# pic24_icsp_engine

==> pic24_icsp_engine/clock_nets.png <==
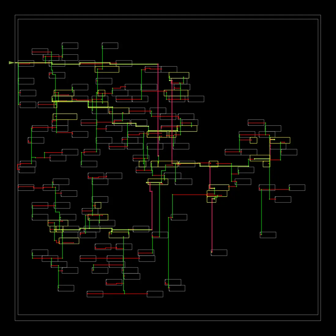
==> pic24_icsp_engine/pinout.png <==
Scale bar: 50 um. Pins as bars across the die edge, other pins in grey.
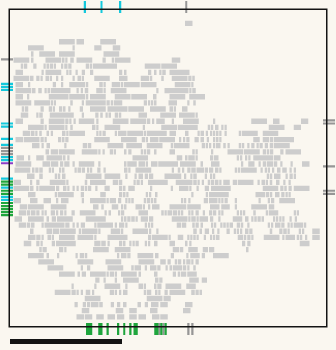
==> pic24_icsp_engine/closeup.png <==
Scale bar: 5 um. Region (60, 88) to (80, 108) um. Cells in grey, sequential cells in the stronger grey; small squares are vias.
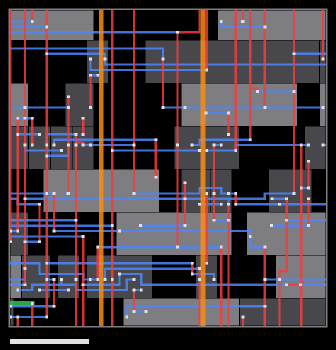
File: src/rtl/pic24_icsp_engine.sv
// PIC24 ICSP/EICSP host engine: turns ENTER/SIX/REGOUT/EXIT ops into
// MCLRn/PGC/PGD pin sequences with parameterised timing.
module pic24_icsp_engine #(
  parameter int          CLK_DIV   = 2,
  parameter int          P6_CLKS   = 6,
  parameter int          P18_CLKS  = 2,
  parameter int          P19_CLKS  = 1000,
  parameter int          P7_CLKS   = 1000,
  parameter int          P4_CLKS   = 2,
  parameter int          P5_CLKS   = 1,
  parameter int          EXIT_CLKS = 8,
  parameter logic [31:0] ICSP_KEY  = 32'h4D434851,
  parameter logic [31:0] EICSP_KEY = 32'h4D434850
) (
  input  logic        clk,
  input  logic        rstn,
  input  logic        op_valid,
  output logic        op_ready,
  input  logic [1:0]  op,
  input  logic [23:0] op_data,
  input  logic        enh_mode,
  output logic        rsp_valid,
  output logic [15:0] rsp_data,
  output logic        err,
  output logic        session,
  output logic        PGCx,
  input  logic        PGDx_in,
  output logic        PGDx_out,
  output logic        PGDx_dir,
  output logic        MCLRn
);
  typedef enum logic [3:0] {
    OFF, ENT_PULSE, ENT_LOW, ENT_KEY, ENT_P19, ENT_P7, ENT_PAD, ACTIVE,
    SIX_SH, RO_CMD, RO_IDLE, RO_P5, RO_DATA, GAP, EXIT_HOLD
  } state_e;

  function automatic int max2(int a, int b);
    return (a > b) ? a : b;
  endfunction

  localparam int MAXD = max2(
    max2(max2(P6_CLKS, P18_CLKS), max2(P19_CLKS, P7_CLKS)),
    max2(max2(P4_CLKS, P5_CLKS), max2(EXIT_CLKS, 2*CLK_DIV)));
  localparam int CW = $clog2(MAXD + 1);

  function automatic logic is_cell(state_e s);
    return s inside {ENT_KEY, ENT_PAD, SIX_SH, RO_CMD, RO_IDLE, RO_DATA};
  endfunction

  function automatic int n_cells(state_e s);
    case (s)
      ENT_KEY: return 32;
      ENT_PAD: return 9;
      SIX_SH:  return 28;
      RO_CMD:  return 4;
      RO_IDLE: return 8;
      RO_DATA: return 16;
      default: return 1;
    endcase
  endfunction

  function automatic int dly_len(state_e s);
    case (s)
      ENT_PULSE: return P6_CLKS;
      ENT_LOW:   return P18_CLKS;
      ENT_P19:   return P19_CLKS;
      ENT_P7:    return P7_CLKS;
      RO_P5:     return P5_CLKS;
      GAP:       return P4_CLKS;
      EXIT_HOLD: return EXIT_CLKS;
      default:   return 2*CLK_DIV;
    endcase
  endfunction

  function automatic state_e nxt(state_e s);
    case (s)
      ENT_PULSE: return ENT_LOW;
      ENT_LOW:   return ENT_KEY;
      ENT_KEY:   return ENT_P19;
      ENT_P19:   return ENT_P7;
      ENT_P7:    return ENT_PAD;
      ENT_PAD:   return ACTIVE;
      SIX_SH:    return GAP;
      RO_CMD:    return RO_IDLE;
      RO_IDLE:   return RO_P5;
      RO_P5:     return RO_DATA;
      RO_DATA:   return GAP;
      GAP:       return ACTIVE;
      EXIT_HOLD: return OFF;
      default:   return s;
    endcase
  endfunction

  state_e        state_q, state_d;
  logic [CW-1:0] cnt_q, cnt_d;
  logic [5:0]    bit_q, bit_d;
  logic [27:0]   sh_q, sh_d;
  logic [31:0]   key_q, key_d;
  logic [15:0]   rx_q, rx_d;
  logic [15:0]   rsp_q, rsp_d;
  logic          rdy_q, rdy_d, rspv_q, rspv_d, err_q, err_d;
  logic          sess_q, sess_d, dir_q, dir_d;
  logic          pgc_q, pgc_d, pgd_q, pgd_d, mclr_q, mclr_d;
  logic          legal, cell_end, last;

  assign legal = (op == 2'b11) ||
                 ((op == 2'b10) ? !sess_q : sess_q);
  assign cell_end = int'(cnt_q) == 2*CLK_DIV - 1;
  assign last = is_cell(state_q)
    ? (cell_end && int'(bit_q) == n_cells(state_q) - 1)
    : (int'(cnt_q) == dly_len(state_q) - 1);

  always_comb begin
    state_d = state_q;
    cnt_d   = cnt_q + CW'(1);
    bit_d   = bit_q;
    sh_d    = sh_q;
    key_d   = key_q;
    rx_d    = rx_q;
    rsp_d   = rsp_q;
    rdy_d   = rdy_q;
    sess_d  = sess_q;
    dir_d   = dir_q;
    rspv_d  = 1'b0;
    err_d   = 1'b0;
    if (state_q == OFF || state_q == ACTIVE) begin
      cnt_d = '0;
      bit_d = '0;
      if (op_valid && rdy_q) begin
        if (!legal) begin
          err_d = 1'b1;
        end else begin
          rdy_d = 1'b0;
          unique case (op)
            2'b00: begin
              sh_d    = {op_data, 4'b0000};
              state_d = SIX_SH;
            end
            2'b01: begin
              sh_d    = 28'd1;
              state_d = RO_CMD;
            end
            2'b10: begin
              key_d   = enh_mode ? EICSP_KEY : ICSP_KEY;
              state_d = ENT_PULSE;
            end
            default: begin
              sess_d  = 1'b0;
              state_d = EXIT_HOLD;
            end
          endcase
        end
      end
    end else begin
      if (is_cell(state_q) && cell_end) begin
        cnt_d = '0;
        bit_d = bit_q + 6'd1;
        sh_d  = {1'b0, sh_q[27:1]};
        key_d = {key_q[30:0], 1'b0};
        if (state_q == RO_DATA) rx_d = {PGDx_in, rx_q[15:1]};
      end
      if (last) begin
        state_d = nxt(state_q);
        cnt_d   = '0;
        bit_d   = '0;
        unique case (state_q)
          ENT_PAD: begin
            sess_d = 1'b1;
            rdy_d  = 1'b1;
          end
          RO_IDLE: dir_d = 1'b1;
          RO_DATA: begin
            rsp_d  = rx_d;
            rspv_d = 1'b1;
          end
          GAP: begin
            dir_d = 1'b0;
            rdy_d = 1'b1;
          end
          EXIT_HOLD: rdy_d = 1'b1;
          default: ;
        endcase
      end
    end
  end

  // Pin levels follow the next state so PGD moves only at a cell start.
  assign pgc_d  = is_cell(state_d) && int'(cnt_d) >= CLK_DIV;
  assign mclr_d = !(state_d inside {OFF, ENT_LOW, ENT_KEY, ENT_P19, EXIT_HOLD});

  always_comb begin
    pgd_d = 1'b0;
    if (!dir_d) begin
      if (state_d == ENT_KEY) pgd_d = key_d[31];
      else if (state_d inside {SIX_SH, RO_CMD, RO_IDLE}) pgd_d = sh_d[0];
    end
  end

  always_ff @(posedge clk) begin
    if (!rstn) begin
      state_q <= OFF;
      cnt_q   <= '0;
      bit_q   <= '0;
      sh_q    <= '0;
      key_q   <= '0;
      rx_q    <= '0;
      rsp_q   <= '0;
      rdy_q   <= 1'b1;
      rspv_q  <= 1'b0;
      err_q   <= 1'b0;
      sess_q  <= 1'b0;
      dir_q   <= 1'b0;
      pgc_q   <= 1'b0;
      pgd_q   <= 1'b0;
      mclr_q  <= 1'b0;
    end else begin
      state_q <= state_d;
      cnt_q   <= cnt_d;
      bit_q   <= bit_d;
      sh_q    <= sh_d;
      key_q   <= key_d;
      rx_q    <= rx_d;
      rsp_q   <= rsp_d;
      rdy_q   <= rdy_d;
      rspv_q  <= rspv_d;
      err_q   <= err_d;
      sess_q  <= sess_d;
      dir_q   <= dir_d;
      pgc_q   <= pgc_d;
      pgd_q   <= pgd_d;
      mclr_q  <= mclr_d;
    end
  end

  assign op_ready  = rdy_q;
  assign rsp_valid = rspv_q;
  assign rsp_data  = rsp_q;
  assign err       = err_q;
  assign session   = sess_q;
  assign PGCx      = pgc_q;
  assign PGDx_out  = pgd_q;
  assign PGDx_dir  = dir_q;
  assign MCLRn     = mclr_q;
endmodule

File: config.mk
export PLATFORM = sky130hd
export DESIGN_NAME = pic24_icsp_engine
export DESIGN_NICKNAME = d
export VERILOG_FILES = /design/src/rtl/pic24_icsp_engine.sv
export SDC_FILE = /design/constraint.sdc
export NUM_CORES = 1
export LEC_CHECK = 0
export ABC_AREA = 1
export CAP_MARGIN = 20
export CORE_UTILIZATION = 30
export CTS_CLUSTER_DIAMETER = 60
export DETAILED_ROUTE_END_ITERATION = 8
export HOLD_SLACK_MARGIN = 0.03
export SLEW_MARGIN = 25
export SYNTH_ARGS = -nofsm -noshare
export SYNTH_HDL_FRONTEND = slang
export SYNTH_SLANG_ARGS = --single-unit
File: constraint.sdc
create_clock -name clk -period 3.96 [get_ports clk]
set_input_delay 0.594 -clock clk [delete_from_list [all_inputs] [get_ports clk]]
set_output_delay 0.594 -clock clk [all_outputs]
set_load 0.01 [all_outputs]
==> results.toml <==
# synthesis and place-and-route metrics
[outcome]
outcome = "completed"

[synthesis]
enable_flop_cells = 0
synth_cells = 815
top_area_frac = 0.417

[final_layout]
layoutNonFillerInstCount = 1109
final_layout_size_suffix_gt1_frac = 0.0949
insertedDiodeCount = 0

[final_timing]
whs_ns = 0.445
final.setup_skew_ns = 0.00867
worstMarginPinSlew_ns = 0.778

[pwr]
power.total_uw = 3280
power_sequential_uw = 1270

[critical_path]
critical_path_class = "reg -> reg"
ff2ff_setup_slack_ns = 0.50
startpoint = "state_q[3]"
worst-r2r-cell-count = 22

[clock_tree]
cts_htree_levels = 4

[floorplan]
coreArea_um2 = 18800

[place]
placement.setup.worst_slack_ns = 0.428

[grt]
maximum_number_of_pins_on_one_net_before_global_route_repair = 54
About pic24_icsp_engine/clock_nets.png:
Seq Cell Count: 120
Latency at later pin: 0.42 ns
layout clock buffer count: 18

About pic24_icsp_engine/pinout.png:
| colour | port | pins | direction | edge |
|---|---|---|---|---|
| purple | `rstn` | 1 | input | west |
| green | `op_data` | 24 | input | 15 south, 9 west |
| cyan | `rsp_data` | 16 | output | 13 west, 3 north |
all pins by edge: 27 west, 19 south, 5 east, 4 north

About pic24_icsp_engine/closeup.png:
| colour | layer |
|---|---|
| blue | M1 |
| red | M2 |
| green | M3 |
| orange | M4 |
cells with their middle in the window: 24
most frequent: nand2_1 (7), dfxtp_1 (7), a21oi_1 (4)
netlist names of flops here include: `key_q` (7)
sequential cells in the window: 7

-- registers in the layout, indices dropped and copies added, names as in the netlist --
register	flops
key_q	32
PGDx_out	1
op_ready	1
state_q	4
rx_q	16
rsp_valid	1
session	1
sh_q	28
MCLRn	1
PGCx	1
rsp_data	16
err	1
bit_q	6
cnt_q	10
PGDx_dir	1
-- cell type report --
| cell class | count | area (um^2) |
|---|---|---|
| Fill cell | 1973 | 11600 |
| Multi-Input combinational cell | 547 | 2790 |
| Sequential cell | 120 | 2400 |
| Timing Repair Buffer | 64 | 628 |
| Clock buffer | 18 | 429 |
| Inverter | 112 | 420 |
| Tap cell | 234 | 293 |
| Clock inverter | 14 | 189 |
-- repair_timing --
item                       4_1_cts  5_1_grt
setup endpoints to repair        0       12
resized                          0        3
buffers inserted                 0        0
-- kinds of logic (layout without fill, tap and decap cells) --
| group | count (synthesis) | in the layout | synth area share |
|---|---|---|---|
| simple gates | 371 | 371 | 0.282 |
| buf+inv | 150 | 208 | 0.101 |
| compound gates | 149 | 149 | 0.153 |
| flops | 120 | 120 | 0.417 |
| fa+ha+maj | 15 | 15 | 0.0326 |
| xor+xnor | 9 | 9 | 0.0137 |
| other cells | 1 | 3 | 0.000651 |

# hazard_forward_ctrl

## config.mk

```make
export PLATFORM = sky130hd
export DESIGN_NAME = hazard_forward_ctrl
export DESIGN_NICKNAME = d
export VERILOG_FILES = /design/src/rtl/hazard_forward_ctrl.sv
export SDC_FILE = /design/constraint.sdc
export NUM_CORES = 1
export LEC_CHECK = 0
export ABC_AREA = 1
export CAP_MARGIN = 40
export CORE_ASPECT_RATIO = 0.75
export CORE_UTILIZATION = 40
export DETAILED_ROUTE_END_ITERATION = 10
export PLACE_DENSITY = 0.76
export SLEW_MARGIN = 15
export SYNTH_ARGS = -nofsm -noshare
export SYNTH_HDL_FRONTEND = slang
export SYNTH_SLANG_ARGS = --single-unit
```

## constraint.sdc

```tcl
create_clock -name clk -period 1.6 [get_ports clk]
set_clock_uncertainty 0.2 [all_clocks]
set_input_delay 0.16 -clock clk [delete_from_list [all_inputs] [get_ports clk]]
set_output_delay 0.16 -clock clk [all_outputs]
set_load 0.01 [all_outputs]
```

## src/rtl/hazard_forward_ctrl.sv

```systemverilog
// Hazard unit for the 5-stage pipeline: EX/MEM and MEM/WB forwarding selects, load-use stall,
// multi-cycle multiplier interlock and a saturating stall-cycle counter.
module hazard_forward_ctrl #(
    parameter int REG_AW  = 5,
    parameter int MUL_LAT = 4,
    parameter int CNT_W   = 16
) (
    input  logic              clk,
    input  logic              rst,
    input  logic [REG_AW-1:0] id_rs,
    input  logic [REG_AW-1:0] id_rt,
    input  logic              id_rt_used,
    input  logic [REG_AW-1:0] ex_rs,
    input  logic [REG_AW-1:0] ex_rt,
    input  logic [REG_AW-1:0] ex_rd,
    input  logic              ex_reg_wr,
    input  logic              ex_mem_read,
    input  logic              ex_mul,
    input  logic [REG_AW-1:0] mem_rd,
    input  logic              mem_reg_wr,
    input  logic [REG_AW-1:0] wb_rd,
    input  logic              wb_reg_wr,
    output logic [1:0]        fwd_a,
    output logic [1:0]        fwd_b,
    output logic              hold_front,
    output logic              hold_ex,
    output logic              bubble_idex,
    output logic              mul_done,
    output logic [CNT_W-1:0]  stall_cnt
);

    localparam int CW = $clog2(MUL_LAT) + 1;
    // First multiply cycle is spent in IDLE, last one at cnt==0, hence the -2.
    localparam logic [CW-1:0] CNT_INIT = (MUL_LAT > 1) ? CW'(MUL_LAT - 2) : '0;

    typedef enum logic {
        IDLE    = 1'b0,
        MUL_RUN = 1'b1
    } state_t;

    state_t        state, state_nxt;
    logic [CW-1:0] cnt, cnt_nxt;
    logic          load_use;

    always_comb begin
        fwd_a = 2'b00;
        if (mem_reg_wr && (mem_rd == ex_rs) && (mem_rd != '0))
            fwd_a = 2'b10;
        else if (wb_reg_wr && (wb_rd == ex_rs) && (wb_rd != '0))
            fwd_a = 2'b01;
    end

    always_comb begin
        fwd_b = 2'b00;
        if (mem_reg_wr && (mem_rd == ex_rt) && (mem_rd != '0))
            fwd_b = 2'b10;
        else if (wb_reg_wr && (wb_rd == ex_rt) && (wb_rd != '0))
            fwd_b = 2'b01;
    end

    assign load_use = ex_mem_read && ex_reg_wr && (ex_rd != '0) &&
                      ((ex_rd == id_rs) || (id_rt_used && (ex_rd == id_rt)));

    always_ff @(posedge clk or posedge rst) begin
        if (rst) begin
            state <= IDLE;
            cnt   <= '0;
        end else begin
            state <= state_nxt;
            cnt   <= cnt_nxt;
        end
    end

    always_comb begin
        state_nxt = state;
        cnt_nxt   = cnt;
        case (state)
            IDLE: begin
                if (ex_mul && (MUL_LAT > 1)) begin
                    state_nxt = MUL_RUN;
                    cnt_nxt   = CNT_INIT;
                end
            end
            MUL_RUN: begin
                if (cnt != '0)
                    cnt_nxt = cnt - CW'(1);
                else
                    state_nxt = IDLE;
            end
            default: state_nxt = IDLE;
        endcase
    end

    // Multiply takes priority over load-use; EX is frozen while it runs.
    always_comb begin
        hold_front  = 1'b0;
        hold_ex     = 1'b0;
        bubble_idex = 1'b0;
        mul_done    = 1'b0;
        case (state)
            IDLE: begin
                if (ex_mul) begin
                    if (MUL_LAT == 1) begin
                        mul_done = 1'b1;
                    end else begin
                        hold_front = 1'b1;
                        hold_ex    = 1'b1;
                    end
                end else if (load_use) begin
                    hold_front  = 1'b1;
                    bubble_idex = 1'b1;
                end
            end
            MUL_RUN: begin
                if (cnt != '0) begin
                    hold_front = 1'b1;
                    hold_ex    = 1'b1;
                end else begin
                    mul_done = 1'b1;
                end
            end
            default: ;
        endcase
    end

    always_ff @(posedge clk or posedge rst) begin
        if (rst)
            stall_cnt <= '0;
        else if (hold_front && (stall_cnt != '1))
            stall_cnt <= stall_cnt + CNT_W'(1);
    end

endmodule
```

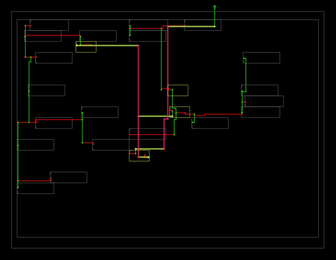
(hazard_forward_ctrl/clock_nets.png)
clock sink count: 20
number of CTS-inserted buffers: 3

==> results.toml <==
# synthesis and place-and-route metrics
[final_layout]
layoutNonFillerInstCount = 453
multi_input_comb_area_um2 = 1300
area.share.combinational = 0.412
mostFrequentLayoutCells = "sky130_fd_sc_hd__nand2_1 (88), sky130_fd_sc_hd__buf_4 (51), sky130_fd_sc_hd__inv_1 (34)"
insertedDiodeCount = 0

[final_timing]
worst_slack_ns = -0.213
final-setup-viol-count = 22
layout_worst_path_cycle_share = 1.13
report.final.slew_viol_count = 0

[drt]
routed_wire_length_on_met2_mm = 3.51

[grt]
grt_first_pass_wirelength_mm = 9.34
maximum_number_of_pins_on_one_net_before_global_route_repair = 21
global_route.usage.met2 = 0.460

[clock_tree]
post_cts_resize_count = 109

[synthesis]
synth_flop_count = 20
post_synth_fa_ha_maj_area_fraction = 0.0216
synth.mux.area_fraction = 0

[pwr]
max-vdd-ir-drop_mv = 1.01
intPower_uw = 1980

[run]
max-cap-violations = 0

[critical_path]
worst_r2r_endpoint = "stall_cnt[5]"
cp.arrival_ns = 1.83

[outcome]
outcome = "finished, violations left"
failing_checks = "negative setup slack"

[place]
numPortBuffers = 66

[hold_path]
min-delay-path-class = "in -> async"
==> cells in the mapped netlist <==
library cell                count
sky130_fd_sc_hd__a21boi_0       1
sky130_fd_sc_hd__a22oi_1        1
sky130_fd_sc_hd__buf_2          3
sky130_fd_sc_hd__buf_6          1
sky130_fd_sc_hd__dfrtp_1       20
sky130_fd_sc_hd__ha_1           3
sky130_fd_sc_hd__inv_1         40
sky130_fd_sc_hd__inv_2          3
sky130_fd_sc_hd__nand2_1       94
sky130_fd_sc_hd__nand2_2        1
sky130_fd_sc_hd__nand3_1       27
sky130_fd_sc_hd__nand3_2        1
sky130_fd_sc_hd__nand4_1        9
sky130_fd_sc_hd__nand4_4        1
sky130_fd_sc_hd__nor2_1        24
sky130_fd_sc_hd__nor2_4         2
sky130_fd_sc_hd__nor3_1         7
sky130_fd_sc_hd__nor3_2         2
sky130_fd_sc_hd__nor4_1         2
sky130_fd_sc_hd__o2111ai_1      2
sky130_fd_sc_hd__o211ai_1       1
sky130_fd_sc_hd__o21ai_0        5
sky130_fd_sc_hd__o22ai_1        2
sky130_fd_sc_hd__or2_2          3
sky130_fd_sc_hd__xnor2_1        6
sky130_fd_sc_hd__xor2_1        12

# conv_frame_host_flat

==> conv_frame_host_flat/clock_nets.png <==
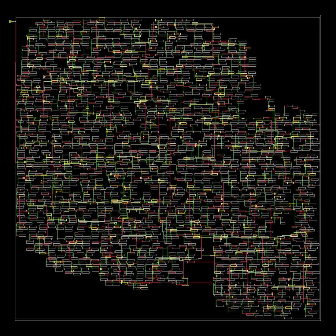
==> conv_frame_host_flat/pinout.png <==
Scale bar: 100 um. Pins as bars across the die edge, other pins in grey.
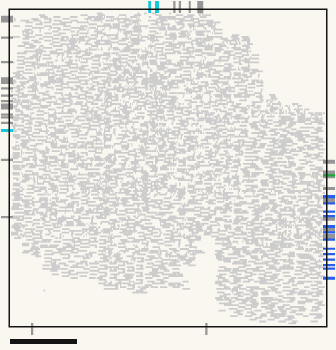
[src/rtl/conv_host_pkg.sv]
// Shared types and size helpers for the convolution host slice.
package conv_host_pkg;

    typedef enum logic [2:0] {
        ST_IDLE  = 3'd0,
        ST_PRIME = 3'd1,
        ST_SEND  = 3'd2,
        ST_RECV  = 3'd3,
        ST_DONE  = 3'd4
    } state_e;

    // Number of results produced by a valid-mode convolution.
    function automatic int unsigned calc_l(input int unsigned n, input int unsigned m);
        return n - m + 32'd1;
    endfunction

    // Address width for a memory of the given depth (at least one bit).
    function automatic int unsigned addr_w(input int unsigned depth);
        return (depth <= 32'd1) ? 32'd1 : 32'($clog2(depth));
    endfunction

endpackage

[src/rtl/conv_frame_host_if.sv]
// x (sample) and y (result) stream channels between the host and a convolution block.
interface conv_frame_host_if #(
    parameter int unsigned T = 16
);
    logic [T-1:0] x_data;
    logic         x_valid;
    logic         x_ready;
    logic [T-1:0] y_data;
    logic         y_valid;
    logic         y_ready;
    logic         y_hold;

    modport master (
        output x_data, x_valid, y_ready,
        input  x_ready, y_data, y_valid, y_hold
    );

    modport slave (
        input  x_data, x_valid, y_ready,
        output x_ready, y_data, y_valid, y_hold
    );
endinterface

[src/rtl/conv_buf_ram.sv]
// Simple dual-port RAM: one write port, one synchronous read port, old data on collision.
module conv_buf_ram
    import conv_host_pkg::*;
#(
    parameter int unsigned WIDTH = 16,
    parameter int unsigned DEPTH = 96,
    localparam int unsigned AW   = addr_w(DEPTH)
) (
    input  logic             clk,
    input  logic             we,
    input  logic [AW-1:0]    waddr,
    input  logic [WIDTH-1:0] wdata,
    input  logic [AW-1:0]    raddr,
    output logic [WIDTH-1:0] rdata
);

    logic [WIDTH-1:0] mem_q [DEPTH];
    logic [WIDTH-1:0] rdata_q;
    logic [WIDTH-1:0] rdata_d;

    // Out-of-range reads return zero rather than an undefined array element.
    always_comb begin
        rdata_d = '0;
        if (32'(raddr) < DEPTH) begin
            rdata_d = mem_q[raddr];
        end
    end

    // Storage and read register; the read sees the array before this edge's write.
    always_ff @(posedge clk) begin
        if (we && (32'(waddr) < DEPTH)) begin
            mem_q[waddr] <= wdata;
        end
        rdata_q <= rdata_d;
    end

    assign rdata = rdata_q;

endmodule

[src/rtl/conv_frame_host.sv]
// Host initiator: buffers one input frame, streams it to a convolution block and
// collects the returned results into a randomly readable result buffer.
module conv_frame_host
    import conv_host_pkg::*;
#(
    parameter int unsigned N    = 96,
    parameter int unsigned M    = 65,
    parameter int unsigned T    = 16,
    localparam int unsigned L   = calc_l(N, M),
    localparam int unsigned IAW = addr_w(N),
    localparam int unsigned RAW = addr_w(L)
) (
    input  logic              clk,
    input  logic              reset,
    input  logic              in_we,
    input  logic [IAW-1:0]    in_addr,
    input  logic [T-1:0]      in_wdata,
    input  logic              start,
    output logic              busy,
    output logic              done,
    output logic              err,
    input  logic [RAW-1:0]    res_addr,
    output logic [T-1:0]      res_rdata,
    conv_frame_host_if.master xy
);

    localparam int unsigned XCW = IAW + 1;
    localparam int unsigned YCW = RAW + 1;

    state_e         state_q, state_d;
    logic [XCW-1:0] xcnt_q, xcnt_d;
    logic [YCW-1:0] ycnt_q, ycnt_d;
    logic           err_q, err_d;
    logic           busy_q, busy_d;
    logic           done_q, done_d;
    logic           x_valid_q, x_valid_d;

    logic           idle_or_done;
    logic           x_fire;
    logic           y_fire;
    logic           y_ready_c;
    logic           res_we;
    logic           in_wr_en;
    logic [IAW-1:0] in_raddr;
    logic [T-1:0]   in_rdata;

    // Next-state, counters, read address and flag updates.
    always_comb begin
        state_d   = state_q;
        xcnt_d    = xcnt_q;
        ycnt_d    = ycnt_q;
        err_d     = err_q;
        in_raddr  = '0;

        idle_or_done = (state_q == ST_IDLE) || (state_q == ST_DONE);
        in_wr_en     = in_we && idle_or_done;
        y_ready_c    = ((state_q == ST_SEND) || (state_q == ST_RECV)) && !xy.y_hold;
        x_fire       = x_valid_q && xy.x_ready;
        y_fire       = xy.y_valid && y_ready_c;
        res_we       = y_fire && (32'(ycnt_q) < L);

        if (res_we) begin
            ycnt_d = ycnt_q + YCW'(1);
        end

        // A result offered while no frame is streaming is a protocol error.
        if (xy.y_valid && (idle_or_done || (state_q == ST_PRIME))) begin
            err_d = 1'b1;
        end

        case (state_q)
            ST_IDLE, ST_DONE: begin
                if (start) begin
                    state_d = ST_PRIME;
                    xcnt_d  = '0;
                    ycnt_d  = '0;
                    err_d   = 1'b0;
                end
            end
            ST_PRIME: begin
                state_d = ST_SEND;
            end
            ST_SEND: begin
                // Look ahead one word on a fire so the stream has no bubbles.
                in_raddr = IAW'(xcnt_q);
                if (x_fire) begin
                    xcnt_d = xcnt_q + XCW'(1);
                    if (xcnt_q == XCW'(N - 1)) begin
                        state_d = ST_RECV;
                    end else begin
                        in_raddr = IAW'(xcnt_q + XCW'(1));
                    end
                end
            end
            ST_RECV: begin
                if ((y_fire && (ycnt_q == YCW'(L - 1))) || (ycnt_q == YCW'(L))) begin
                    state_d = ST_DONE;
                end
            end
            default: begin
                state_d = ST_IDLE;
            end
        endcase

        busy_d    = (state_d == ST_PRIME) || (state_d == ST_SEND) || (state_d == ST_RECV);
        done_d    = (state_d == ST_DONE);
        x_valid_d = (state_d == ST_SEND);
    end

    // State, counters and registered status outputs; reset aborts any frame.
    always_ff @(posedge clk) begin
        if (reset) begin
            state_q   <= ST_IDLE;
            xcnt_q    <= '0;
            ycnt_q    <= '0;
            err_q     <= 1'b0;
            busy_q    <= 1'b0;
            done_q    <= 1'b0;
            x_valid_q <= 1'b0;
        end else begin
            state_q   <= state_d;
            xcnt_q    <= xcnt_d;
            ycnt_q    <= ycnt_d;
            err_q     <= err_d;
            busy_q    <= busy_d;
            done_q    <= done_d;
            x_valid_q <= x_valid_d;
        end
    end

    conv_buf_ram #(
        .WIDTH (T),
        .DEPTH (N)
    ) u_in_buf (
        .clk   (clk),
        .we    (in_wr_en),
        .waddr (in_addr),
        .wdata (in_wdata),
        .raddr (in_raddr),
        .rdata (in_rdata)
    );

    conv_buf_ram #(
        .WIDTH (T),
        .DEPTH (L)
    ) u_res_buf (
        .clk   (clk),
        .we    (res_we),
        .waddr (RAW'(ycnt_q)),
        .wdata (xy.y_data),
        .raddr (res_addr),
        .rdata (res_rdata)
    );

    assign busy       = busy_q;
    assign done       = done_q;
    assign err        = err_q;
    assign xy.x_valid = x_valid_q;
    assign xy.x_data  = in_rdata;
    assign xy.y_ready = y_ready_c;

endmodule

[src/flat_wrapper.sv]
// flat-port wrapper written by rule: the top's interface ports become plain ports
module conv_frame_host_flat import conv_host_pkg::*;
#(
    parameter int unsigned N    = 96,
    parameter int unsigned M    = 65,
    parameter int unsigned T    = 16,
    localparam int unsigned L   = calc_l(N, M),
    localparam int unsigned IAW = addr_w(N),
    localparam int unsigned RAW = addr_w(L)
)
  (clk, reset, in_we, in_addr, in_wdata, start, busy, done, err, res_addr, res_rdata, xy_x_data, xy_x_valid, xy_y_ready, xy_x_ready, xy_y_data, xy_y_valid, xy_y_hold);
  conv_frame_host_if #(.T(T)) xy_i ();
  input  logic clk;
  input  logic reset;
  input  logic in_we;
  input  logic [IAW-1:0] in_addr;
  input  logic [T-1:0] in_wdata;
  input  logic start;
  output logic busy;
  output logic done;
  output logic err;
  input  logic [RAW-1:0] res_addr;
  output logic [T-1:0] res_rdata;
  output wire logic [$bits(xy_i.x_data)-1:0] xy_x_data;
  output wire logic [$bits(xy_i.x_valid)-1:0] xy_x_valid;
  output wire logic [$bits(xy_i.y_ready)-1:0] xy_y_ready;
  input wire logic [$bits(xy_i.x_ready)-1:0] xy_x_ready;
  input wire logic [$bits(xy_i.y_data)-1:0] xy_y_data;
  input wire logic [$bits(xy_i.y_valid)-1:0] xy_y_valid;
  input wire logic [$bits(xy_i.y_hold)-1:0] xy_y_hold;
  assign xy_x_data = xy_i.x_data;
  assign xy_x_valid = xy_i.x_valid;
  assign xy_y_ready = xy_i.y_ready;
  assign xy_i.x_ready = xy_x_ready;
  assign xy_i.y_data = xy_y_data;
  assign xy_i.y_valid = xy_y_valid;
  assign xy_i.y_hold = xy_y_hold;
  conv_frame_host #(.N(N), .M(M), .T(T)) u_core (.clk(clk), .reset(reset), .in_we(in_we), .in_addr(in_addr), .in_wdata(in_wdata), .start(start), .busy(busy), .done(done), .err(err), .res_addr(res_addr), .res_rdata(res_rdata), .xy(xy_i));
endmodule
[config.mk]
export PLATFORM = sky130hd
export DESIGN_NAME = conv_frame_host_flat
export DESIGN_NICKNAME = d
export VERILOG_FILES = /design/src/rtl/conv_host_pkg.sv /design/src/rtl/conv_frame_host_if.sv /design/src/rtl/conv_buf_ram.sv /design/src/rtl/conv_frame_host.sv /design/src/flat_wrapper.sv
export SDC_FILE = /design/constraint.sdc
export NUM_CORES = 2
export LEC_CHECK = 0
export CORE_UTILIZATION = 37
export CTS_CLUSTER_SIZE = 12
export DETAILED_ROUTE_END_ITERATION = 10
export GPL_TIMING_DRIVEN = 0
export PLACE_DENSITY_LB_ADDON = 0.12
export SYNTH_ARGS = -nofsm -noshare
export SYNTH_HDL_FRONTEND = slang
export SYNTH_SLANG_ARGS = --single-unit
export TNS_END_PERCENT = 5
[constraint.sdc]
create_clock -name clk -period 7.45 [get_ports clk]
set_input_delay 1.1175 -clock clk [delete_from_list [all_inputs] [get_ports clk]]
set_output_delay 1.1175 -clock clk [all_outputs]
set_load 0.01 [all_outputs]
==> results.toml <==
# synthesis and place-and-route metrics
[outcome]
outcome = "finished, violations left"
failing_checks = "max-capacitance violations, max-slew violations"

[drt]
via_count = 48564
drt_drc_violations_left = 0
dr.pass1.iters = 6

[final_timing]
report.final.slew_viol_count = 2

[critical_path]
critical_path.n_buffers_inverters = 5
cp.arrival_ns = 6.90
reg2reg_from = "u_core.xcnt_q[0]"
worst_path_fanout_max = 10

[pwr]
max-vdd-ir-drop_mv = 0.224
power.group.top = "sequential cells"
combinationalPowerShare = 0.032
power.total_uw = 24400

[synthesis]
synth_sequential_area_ratio = 0.758
synth_cells = 4973

[clock_tree]
quantity_of_hold_fixing_buffers_added_after_cts = 0

[run]
max-cap-violations = 1

[hold_path]
min-delay-path-class = "reg -> reg"
## Picture notes: conv_frame_host_flat/clock_nets.png
clock skew: 0.0815 ns
Seq Cell Count: 2101
number of CTS-inserted buffers: 222

## Picture notes: conv_frame_host_flat/pinout.png
| colour | port | pins | direction | edge |
|---|---|---|---|---|
| green | `xy_y_valid` | 1 | input | east |
| blue | `xy_y_data` | 16 | input | east |
| cyan | `in_addr` | 7 | input | 5 north, 2 west |
Port Buffers: 82
width of the die: 474 um

layer usage:
layer / routed length [um] / global-route usage
met5: 22 / 0
met3: 20100 / 0.0417
met4: 11600 / 0.0965
met1: 115000 / 0.331
met2: 130000 / 0.393
cell type report:
type / count / share of cell area
buffer: 312 / 0.0157
clock buffer: 292 / 0.0612
sequential: 2101 / 0.645
tap: 2958 / 0.0382
antenna: 6 / 0.000155
inverter: 20 / 0.000775
multi-input combinational: 2540 / 0.193
clock inverter: 107 / 0.0101
timing repair buffer: 231 / 0.0351
metrics by stage:
| stage | util | hold slack (ns) | setup slack, ns | cells |
|---|---|---|---|---|
| floorplan | - | 0.480 | 3.77 | 4973 |
| global placement | 0.395 | 0.490 | 0.147 | 8013 |
| detailed placement | 0.408 | 0.502 | 1.16 | 8162 |
| CTS | 0.439 | 0.495 | 1.29 | 8561 |
| global route | 0.439 | 0.537 | 1.29 | 8562 |
| finish | 0.439 | 0.500 | 1.12 | 8567 |

# ifetch_ctrl

===== src/rtl/ifetch_ctrl_pkg.sv =====
// Shared fetch-stage types: FSM state encoding, the decode-facing entry
// record and the architectural reset PC.
package ifetch_ctrl_pkg;

  typedef logic [63:0] u64;
  typedef logic [31:0] u32;

  localparam u64 PC_RESET = 64'h8000_0000;

  typedef enum logic [1:0] {
    IDLE  = 2'd0,
    BUSY  = 2'd1,
    DROP  = 2'd2,
    VALID = 2'd3
  } fetch_state_t;

  typedef struct packed {
    logic valid;
    u64   pc;
    u32   instr;
    logic exc;
  } fetch_out_t;

endpackage


===== src/rtl/ifetch_ctrl.sv =====
// Fetch-stage controller: one outstanding instruction request at a time,
// valid/ready hand-off to decode, and flush absorption mid-request.
module ifetch_ctrl
  import ifetch_ctrl_pkg::*;
#(
  parameter int ADDR_W  = 64,
  parameter int INSTR_W = 32
) (
  input  logic               clk,
  input  logic               reset,
  input  logic [ADDR_W-1:0]  pc,
  output logic               pc_write,
  input  logic               flush,
  output logic               ireq_valid,
  output logic [ADDR_W-1:0]  ireq_addr,
  input  logic               iresp_data_ok,
  input  logic [INSTR_W-1:0] iresp_data,
  output logic               if_valid,
  output logic [ADDR_W-1:0]  if_pc,
  output logic [INSTR_W-1:0] if_instr,
  output logic               if_exc,
  input  logic               id_ready
);

  fetch_state_t       r_state;
  logic [ADDR_W-1:0]  r_pc;
  logic [INSTR_W-1:0] r_instr;
  logic               r_exc;

  logic w_launch;
  logic w_misaligned;

  // A flush always wins over a launch; VALID launches only on a completed handshake.
  assign w_launch     = !flush && ((r_state == IDLE) || ((r_state == VALID) && id_ready));
  assign w_misaligned = (pc[1:0] != 2'b00);

  // Gated by reset so the PC register is never advanced while held in reset.
  assign pc_write = reset && (w_launch || flush);

  assign ireq_valid = (r_state == BUSY) || (r_state == DROP);
  assign ireq_addr  = ireq_valid ? r_pc : '0;

  assign if_valid = (r_state == VALID);
  assign if_pc    = if_valid ? r_pc    : '0;
  assign if_instr = if_valid ? r_instr : '0;
  assign if_exc   = if_valid && r_exc;

  always_ff @(posedge clk or negedge reset) begin
    if (!reset) begin
      r_state <= IDLE;
      r_pc    <= '0;
      r_instr <= '0;
      r_exc   <= 1'b0;
    end else if (w_launch) begin
      r_pc <= pc;
      if (w_misaligned) begin
        r_state <= VALID;
        r_exc   <= 1'b1;
        r_instr <= '0;
      end else begin
        r_state <= BUSY;
        r_exc   <= 1'b0;
      end
    end else begin
      case (r_state)
        BUSY: begin
          if (iresp_data_ok) begin
            if (!flush) begin
              r_instr <= iresp_data;
              r_state <= VALID;
            end else begin
              r_state <= IDLE;
            end
          end else if (flush) begin
            r_state <= DROP;
          end
        end
        // The flushed request stays on the bus until its response drains.
        DROP: begin
          if (iresp_data_ok) begin
            r_state <= IDLE;
          end
        end
        VALID: begin
          if (flush) begin
            r_state <= IDLE;
          end
        end
        default: begin
          r_state <= r_state;
        end
      endcase
    end
  end

endmodule


===== config.mk =====
export PLATFORM = sky130hd
export DESIGN_NAME = ifetch_ctrl
export DESIGN_NICKNAME = d
export VERILOG_FILES = /design/src/rtl/ifetch_ctrl_pkg.sv /design/src/rtl/ifetch_ctrl.sv
export SDC_FILE = /design/constraint.sdc
export NUM_CORES = 1
export LEC_CHECK = 0
export ABC_AREA = 1
export ABC_CLOCK_PERIOD_IN_PS = 1700
export CORE_MARGIN = 4
export CORE_UTILIZATION = 42
export DETAILED_ROUTE_END_ITERATION = 8
export GPL_TIMING_DRIVEN = 0
export PLACE_DENSITY = 0.78
export SETUP_SLACK_MARGIN = 0.02
export SYNTH_ARGS = -nofsm -noshare
export SYNTH_HDL_FRONTEND = slang
export SYNTH_SLANG_ARGS = --single-unit

===== constraint.sdc =====
create_clock -name clk -period 1.7 [get_ports clk]
set_input_delay 0.17 -clock clk [delete_from_list [all_inputs] [get_ports clk]]
set_output_delay 0.17 -clock clk [all_outputs]
set_load 0.01 [all_outputs]

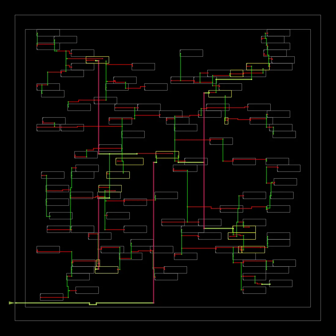
(ifetch_ctrl/clock_nets.png)
clock skew: 0.00909 ns
Latency at later pin: 0.35 ns
clock sink count: 99

==> results.toml <==
# synthesis and place-and-route metrics
[pwr]
power.share.switching = 0.439
seqPwrFrac = 0.244
power.total_uw = 20500

[final_timing]
post-route-min-period_ns = 1.94
final-setup-viol-count = 169
final_hold_vio_count = 40
whs_ns = -0.194
worst_slack_ns = -0.242
worstMarginPinSlew_ns = 0.587
worst_slew_margin_rel = 0.608

[run]
log.warning_count = 35

[outcome]
failing_checks = "negative hold slack, negative setup slack"
outcome = "finished, violations left"

[critical_path]
worst-r2r-cell-count = 11
reg2reg_from = "r_state[1]"

[final_layout]
fin_util = 0.859

[place]
dp_cells = 1300

[synthesis]
top_logic_kind = "simple AND/OR/NAND/NOR gates"
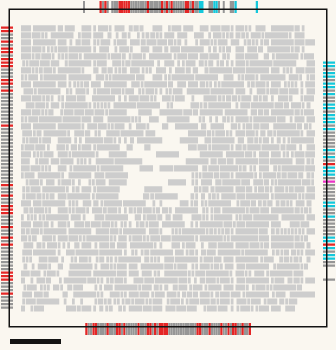
(ifetch_ctrl/pinout.png)
Scale bar: 20 um. Pins as bars across the die edge, other pins in grey.
| colour | port | pins | direction | edge |
|---|---|---|---|---|
| magenta | `ireq_valid` | 1 | output | east |
| red | `if_pc` | 64 | output | 24 south, 24 west, 14 north, 2 east |
| cyan | `if_instr` | 32 | output | 26 east, 6 north |
all pins by edge: 81 west, 70 south, 60 east, 54 north
die height: 123 um
Port Buffers: 264

## power by group through the flow
stage | registers [uW] | logic (uW) | clock network [uW]
floorplan | 4040 | 4200 | 0
global placement | 4260 | 7820 | 0
detailed placement | 4280 | 7970 | 0
CTS | 4360 | 9210 | 2240
global route | 5100 | 14200 | 2340
finish | 5010 | 13300 | 2240
## sequential cells by signal (all words and copies together), names as in the netlist
name and count:
r_pc 64, r_instr 32, r_state 2, r_exc 1
## worst reg2reg max path, delay by kind of cell, from the launching register on
family                     cells  cell delay (ns)
adders and majority gates      1             0.20
buffers and inverters          2             0.32
DFF                            1             0.45
and+or+nand+nor                8             0.65
## per-layer routing
layer,vias to the layer above,global-route usage
li1,3089,-
met5,-,0
met1,3176,0.302
met3,53,0.0737
met2,287,0.433
met4,0,0.0896
## layout make-up
class	count	area [um^2]	area share
Inverter	204	771	0.0702
Clock inverter	2	60.1	0.00547
Multi-Input combinational cell	517	3090	0.281
Buffer	43	603	0.0549
Antenna cell	1	2.50	0.000228
Sequential cell	99	2480	0.226
Tap cell	172	215	0.0196
Clock buffer	13	250	0.0228
Timing Repair Buffer	324	3510	0.320

# uart_irq_ctrl_flat

==> uart_irq_ctrl_flat/pinout.png <==
Scale bar: 50 um. Pins as bars across the die edge, other pins in grey.
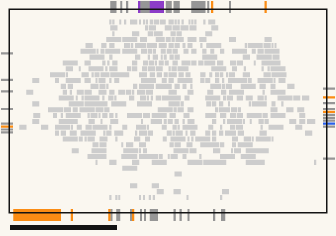
### src/rtl/uart_irq_ctrl_if.sv
// uart_irq_ctrl_if: register request/response bus for uart_irq_ctrl.
// The master issues valid/write/addr/wdata and holds them until ready;
// the slave answers with a one-cycle ready strobe carrying rdata/error.
interface uart_irq_ctrl_if #(
    parameter int unsigned AddrWidth = 8
);
    logic                 valid;
    logic                 write;
    logic [AddrWidth-1:0] addr;
    logic [31:0]          wdata;
    logic                 ready;
    logic [31:0]          rdata;
    logic                 error;

    modport master (
        output valid, write, addr, wdata,
        input  ready, rdata, error
    );

    modport slave (
        input  valid, write, addr, wdata,
        output ready, rdata, error
    );
endinterface

### src/rtl/uart_irq_ctrl.sv
// uart_irq_ctrl: latches per-channel UART interrupt sources into pending
// bits, masks them with per-source enables and drives one IRQ per channel
// plus a global IRQ. Registers are reached through uart_irq_ctrl_if.
// Channel c lives at c*0x20: 0x00 STATE (W1C), 0x04 ENABLE, 0x08 TEST
// (W1S, reads 0), 0x0C RAW (read-only).
// Define UART_IRQ_CTRL_COUNT_EN to add a 16-bit saturating event counter
// at offset 0x10 (any write clears it); without it 0x10 is an error.
module uart_irq_ctrl #(
    parameter int unsigned NumChannels = 2,
    parameter int unsigned AddrWidth   = 8,
    parameter logic [7:0]  EdgeMask    = 8'hFF
) (
    input  logic                     clk_i,
    input  logic                     rst_i,
    input  logic [NumChannels*8-1:0] intr_i,
    uart_irq_ctrl_if.slave           reg_bus,
    output logic [NumChannels-1:0]   irq_o,
    output logic                     irq_any_o
);
    localparam int unsigned MapBytes = NumChannels * 32;

    typedef enum logic {
        IDLE,
        RESP
    } state_t;

    state_t state;

    logic [NumChannels-1:0][7:0] intr;
    logic [NumChannels-1:0][7:0] pending;
    logic [NumChannels-1:0][7:0] enable;
    logic [NumChannels-1:0][7:0] prev;
    logic [NumChannels-1:0][7:0] set_vec;
    logic [NumChannels-1:0][7:0] clr_vec;
    logic [NumChannels-1:0][7:0] test_vec;
    logic [NumChannels-1:0][7:0] pending_nxt;
    logic [NumChannels-1:0]      sel;

    logic [31:0] addr;
    logic [4:0]  offset;
    logic [2:0]  chan;
    logic        in_range;
    logic        aligned;
    logic        off_state;
    logic        off_enable;
    logic        off_test;
    logic        off_raw;
    logic        off_count;
    logic        mapped;
    logic        err;
    logic        accept;
    logic        wr_ok;
    logic [31:0] rd_val;

    assign intr = intr_i;

    // Address decode; NumChannels <= 8 keeps every valid address below 0x100.
    assign addr       = 32'(reg_bus.addr);
    assign offset     = addr[4:0];
    assign chan       = addr[7:5];
    assign in_range   = addr < MapBytes;
    assign aligned    = addr[1:0] == 2'b00;
    assign off_state  = offset == 5'h00;
    assign off_enable = offset == 5'h04;
    assign off_test   = offset == 5'h08;
    assign off_raw    = offset == 5'h0C;
`ifdef UART_IRQ_CTRL_COUNT_EN
    assign off_count  = offset == 5'h10;
`else
    assign off_count  = 1'b0;
`endif
    assign mapped     = off_state | off_enable | off_test | off_raw | off_count;
    assign err        = !(in_range && aligned && mapped);
    assign accept     = (state == IDLE) && reg_bus.valid;
    assign wr_ok      = accept && reg_bus.write && !err;

    // One-hot channel select for the addressed register block.
    always_comb begin
        sel = '0;
        for (int unsigned c = 0; c < NumChannels; c++) begin
            sel[c] = in_range && (chan == 3'(c));
        end
    end

    // Next pending value: source sets and TEST sets win over a W1C.
    always_comb begin
        set_vec     = '0;
        clr_vec     = '0;
        test_vec    = '0;
        pending_nxt = '0;
        for (int unsigned c = 0; c < NumChannels; c++) begin
            test_vec[c]    = (wr_ok && sel[c] && off_test)  ? reg_bus.wdata[7:0] : '0;
            clr_vec[c]     = (wr_ok && sel[c] && off_state) ? reg_bus.wdata[7:0] : '0;
            set_vec[c]     = (intr[c] & ~prev[c] & EdgeMask)
                           | (intr[c] & ~EdgeMask)
                           | test_vec[c];
            pending_nxt[c] = (pending[c] & ~clr_vec[c]) | set_vec[c];
        end
    end

    // Pending, enable and previous-sample registers.
    always_ff @(posedge clk_i) begin
        if (rst_i) begin
            pending <= '0;
            enable  <= '0;
            prev    <= '0;
        end else begin
            prev    <= intr;
            pending <= pending_nxt;
            for (int unsigned c = 0; c < NumChannels; c++) begin
                if (wr_ok && sel[c] && off_enable) begin
                    enable[c] <= reg_bus.wdata[7:0];
                end
            end
        end
    end

`ifdef UART_IRQ_CTRL_COUNT_EN
    logic [NumChannels-1:0][15:0] count;
    logic [NumChannels-1:0]       rise_any;

    // A channel counts one event per cycle in which any pending bit rises.
    always_comb begin
        rise_any = '0;
        for (int unsigned c = 0; c < NumChannels; c++) begin
            rise_any[c] = |(pending_nxt[c] & ~pending[c]);
        end
    end

    // Saturating counters; a write clears and beats a same-cycle increment.
    always_ff @(posedge clk_i) begin
        if (rst_i) begin
            count <= '0;
        end else begin
            for (int unsigned c = 0; c < NumChannels; c++) begin
                if (wr_ok && sel[c] && off_count) begin
                    count[c] <= '0;
                end else if (rise_any[c] && (count[c] != 16'hFFFF)) begin
                    count[c] <= count[c] + 16'd1;
                end
            end
        end
    end
`endif

    // Read mux; sampled before this edge's update, so STATE shows the old value.
    always_comb begin
        rd_val = '0;
        for (int unsigned c = 0; c < NumChannels; c++) begin
            if (sel[c]) begin
                if (off_state) begin
                    rd_val[7:0] = pending[c];
                end else if (off_enable) begin
                    rd_val[7:0] = enable[c];
                end else if (off_raw) begin
                    rd_val[7:0] = intr[c];
                end
`ifdef UART_IRQ_CTRL_COUNT_EN
                else if (off_count) begin
                    rd_val[15:0] = count[c];
                end
`endif
            end
        end
    end

    // Handshake FSM: accept in IDLE, present a one-cycle response in RESP.
    always_ff @(posedge clk_i) begin
        if (rst_i) begin
            state         <= IDLE;
            reg_bus.ready <= 1'b0;
            reg_bus.rdata <= '0;
            reg_bus.error <= 1'b0;
        end else begin
            case (state)
                IDLE: begin
                    if (reg_bus.valid) begin
                        state         <= RESP;
                        reg_bus.ready <= 1'b1;
                        reg_bus.rdata <= (err || reg_bus.write) ? '0 : rd_val;
                        reg_bus.error <= err;
                    end
                end
                RESP: begin
                    state         <= IDLE;
                    reg_bus.ready <= 1'b0;
                    reg_bus.rdata <= '0;
                    reg_bus.error <= 1'b0;
                end
                default: begin
                    state <= IDLE;
                end
            endcase
        end
    end

    // Per-channel IRQ straight from the pending/enable flops.
    always_comb begin
        irq_o = '0;
        for (int unsigned c = 0; c < NumChannels; c++) begin
            irq_o[c] = |(pending[c] & enable[c]);
        end
    end

    assign irq_any_o = |irq_o;
endmodule

### src/flat_wrapper.sv
// flat-port wrapper written by rule: the top's interface ports become plain ports
module uart_irq_ctrl_flat 
#(
    parameter int unsigned NumChannels = 2,
    parameter int unsigned AddrWidth   = 8,
    parameter logic [7:0]  EdgeMask    = 8'hFF
)
  (clk_i, rst_i, intr_i, irq_o, irq_any_o, reg_bus_valid, reg_bus_write, reg_bus_addr, reg_bus_wdata, reg_bus_ready, reg_bus_rdata, reg_bus_error);
  uart_irq_ctrl_if #(.AddrWidth(AddrWidth)) reg_bus_i ();
  input  logic clk_i;
  input  logic rst_i;
  input  logic [NumChannels*8-1:0] intr_i;
  output logic [NumChannels-1:0] irq_o;
  output logic irq_any_o;
  input wire logic [$bits(reg_bus_i.valid)-1:0] reg_bus_valid;
  input wire logic [$bits(reg_bus_i.write)-1:0] reg_bus_write;
  input wire logic [$bits(reg_bus_i.addr)-1:0] reg_bus_addr;
  input wire logic [$bits(reg_bus_i.wdata)-1:0] reg_bus_wdata;
  output wire logic [$bits(reg_bus_i.ready)-1:0] reg_bus_ready;
  output wire logic [$bits(reg_bus_i.rdata)-1:0] reg_bus_rdata;
  output wire logic [$bits(reg_bus_i.error)-1:0] reg_bus_error;
  assign reg_bus_i.valid = reg_bus_valid;
  assign reg_bus_i.write = reg_bus_write;
  assign reg_bus_i.addr = reg_bus_addr;
  assign reg_bus_i.wdata = reg_bus_wdata;
  assign reg_bus_ready = reg_bus_i.ready;
  assign reg_bus_rdata = reg_bus_i.rdata;
  assign reg_bus_error = reg_bus_i.error;
  uart_irq_ctrl #(.NumChannels(NumChannels), .AddrWidth(AddrWidth), .EdgeMask(EdgeMask)) u_core (.clk_i(clk_i), .rst_i(rst_i), .intr_i(intr_i), .reg_bus(reg_bus_i), .irq_o(irq_o), .irq_any_o(irq_any_o));
endmodule
### config.mk
export PLATFORM = sky130hd
export DESIGN_NAME = uart_irq_ctrl_flat
export DESIGN_NICKNAME = d
export VERILOG_FILES = /design/src/rtl/uart_irq_ctrl_if.sv /design/src/rtl/uart_irq_ctrl.sv /design/src/flat_wrapper.sv
export SDC_FILE = /design/constraint.sdc
export NUM_CORES = 1
export LEC_CHECK = 0
export CORE_AREA = 4 4 143 90
export DETAILED_ROUTE_END_ITERATION = 16
export DIE_AREA = 0 0 147 94
export SYNTH_ARGS = -nofsm -noshare
export SYNTH_HDL_FRONTEND = slang
export SYNTH_SLANG_ARGS = --single-unit
### constraint.sdc
create_clock -name clk_i -period 2.5 [get_ports clk_i]
set_clock_uncertainty 0.15 [all_clocks]
set_input_delay 0.75 -clock clk_i [delete_from_list [all_inputs] [get_ports clk_i]]
set_output_delay 0.75 -clock clk_i [all_outputs]
set_load 0.01 [all_outputs]
==> results.toml <==
# synthesis and place-and-route metrics
[synthesis]
synth_cells = 348
top_area_frac = 0.373

[final_layout]
mostFrequentLayoutCells = "sky130_fd_sc_hd__dfxtp_1 (58), sky130_fd_sc_hd__buf_4 (48), sky130_fd_sc_hd__clkdlybuf4s50_1 (39)"
nets = 495
fin_util = 0.383
layoutNonFillerInstCount = 605

[outcome]
outcome = "finished, violations left"
failing_checks = "negative setup slack"

[hold_path]
holdPathEnd = "u_core.pending[14]"
hold_path.startpoint = "u_core.prev[14]"

[run]
max-cap-violations = 0

[final_timing]
final-setup-viol-count = 2
worst_slack_ns = -0.0266
report.final.slew_viol_count = 0
timing.setup.tns_ns = -0.0320

[floorplan]
design.die.area_um2 = 13800

[critical_path]
worst_r2r_endpoint = "u_core.enable[9]"
critical_path_class = "reg -> out"
cp.arrival_ns = 1.63
setup.worst_path.start_class = "flop"

[drt]
antenna_violating_nets_post_route = 0
dr.pass1.iters = 4

[pwr]
power.total_uw = 2780
Notes on uart_irq_ctrl_flat/pinout.png above:
| colour | port | pins | direction | edge |
|---|---|---|---|---|
| blue | `irq_any_o` | 1 | output | east |
| orange | `reg_bus_wdata` | 32 | input | 27 south, 2 east, 2 north, 1 west |
| purple | `reg_bus_addr` | 8 | input | north |
all pins by edge: 43 south, 35 north, 11 east, 8 west

worst max-delay path: stages (launching register included):
cell,delay [ns]
sky130_fd_sc_hd__dfxtp_1,0.31
sky130_fd_sc_hd__a22oi_2,0.19
sky130_fd_sc_hd__nand4_1,0.26
sky130_fd_sc_hd__or2_4,0.30
sky130_fd_sc_hd__clkdlybuf4s15_2,0.22
report_power, final:
part	internal (uW)	leakage (uW)	total, uW	switching, uW
registers	985	0.000486	1010	23.0
clock network	996	0.000169	1430	434
logic	163	0.00114	345	182
final cells by class:
type | instances | area share
Clock buffer | 11 | 0.0543
Clock inverter | 5 | 0.0224
Inverter | 33 | 0.0277
Multi-Input combinational cell | 232 | 0.383
Sequential cell | 59 | 0.265
Tap cell | 165 | 0.0462
Timing Repair Buffer | 100 | 0.202
routing by layer:
layer  GRT usage  part of all wire
met1       0.217              0.49
met2       0.223              0.42
met3      0.0656             0.079
met4      0.0411            0.0094
met5           0                 0
what timing repair did:
action	CTS	global route
gates resized	26	2
buffers inserted	2	0
pin swaps	11	4
setup endpoints to repair	39	41


==> layout pictures side by side <==
Layout detail.
picture 1
Scale bar: 5 um. Region (64, 56) to (84, 76) um. Cells in grey, sequential cells in the stronger grey; small squares are vias.
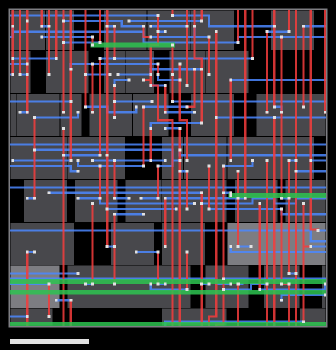
picture 2
Scale bar: 5 um. Region (29, 31) to (49, 51) um. Cells in grey, sequential cells in the stronger grey; small squares are vias.
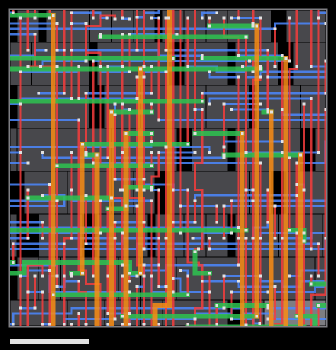
picture 3
Scale bar: 5 um. Region (51, 76) to (71, 96) um. Cells in grey, sequential cells in the stronger grey; small squares are vias.
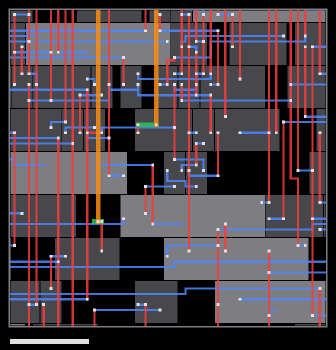
picture 4
Scale bar: 5 um. Region (227, 322) to (247, 342) um. Cells in grey, sequential cells in the stronger grey; small squares are vias.
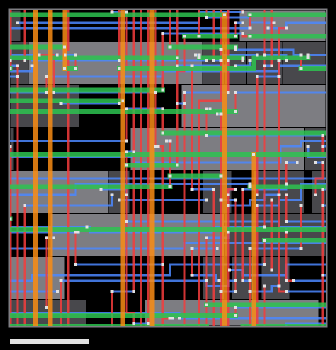
| picture | from |
|---|---|
| picture 2 | hazard_forward_ctrl |
| picture 1 | uart_irq_ctrl_flat |
| picture 3 | ifetch_ctrl |
| picture 4 | conv_frame_host_flat |
Of these, largest die: picture 4

Power is estimated from default activity; no workload was simulated.
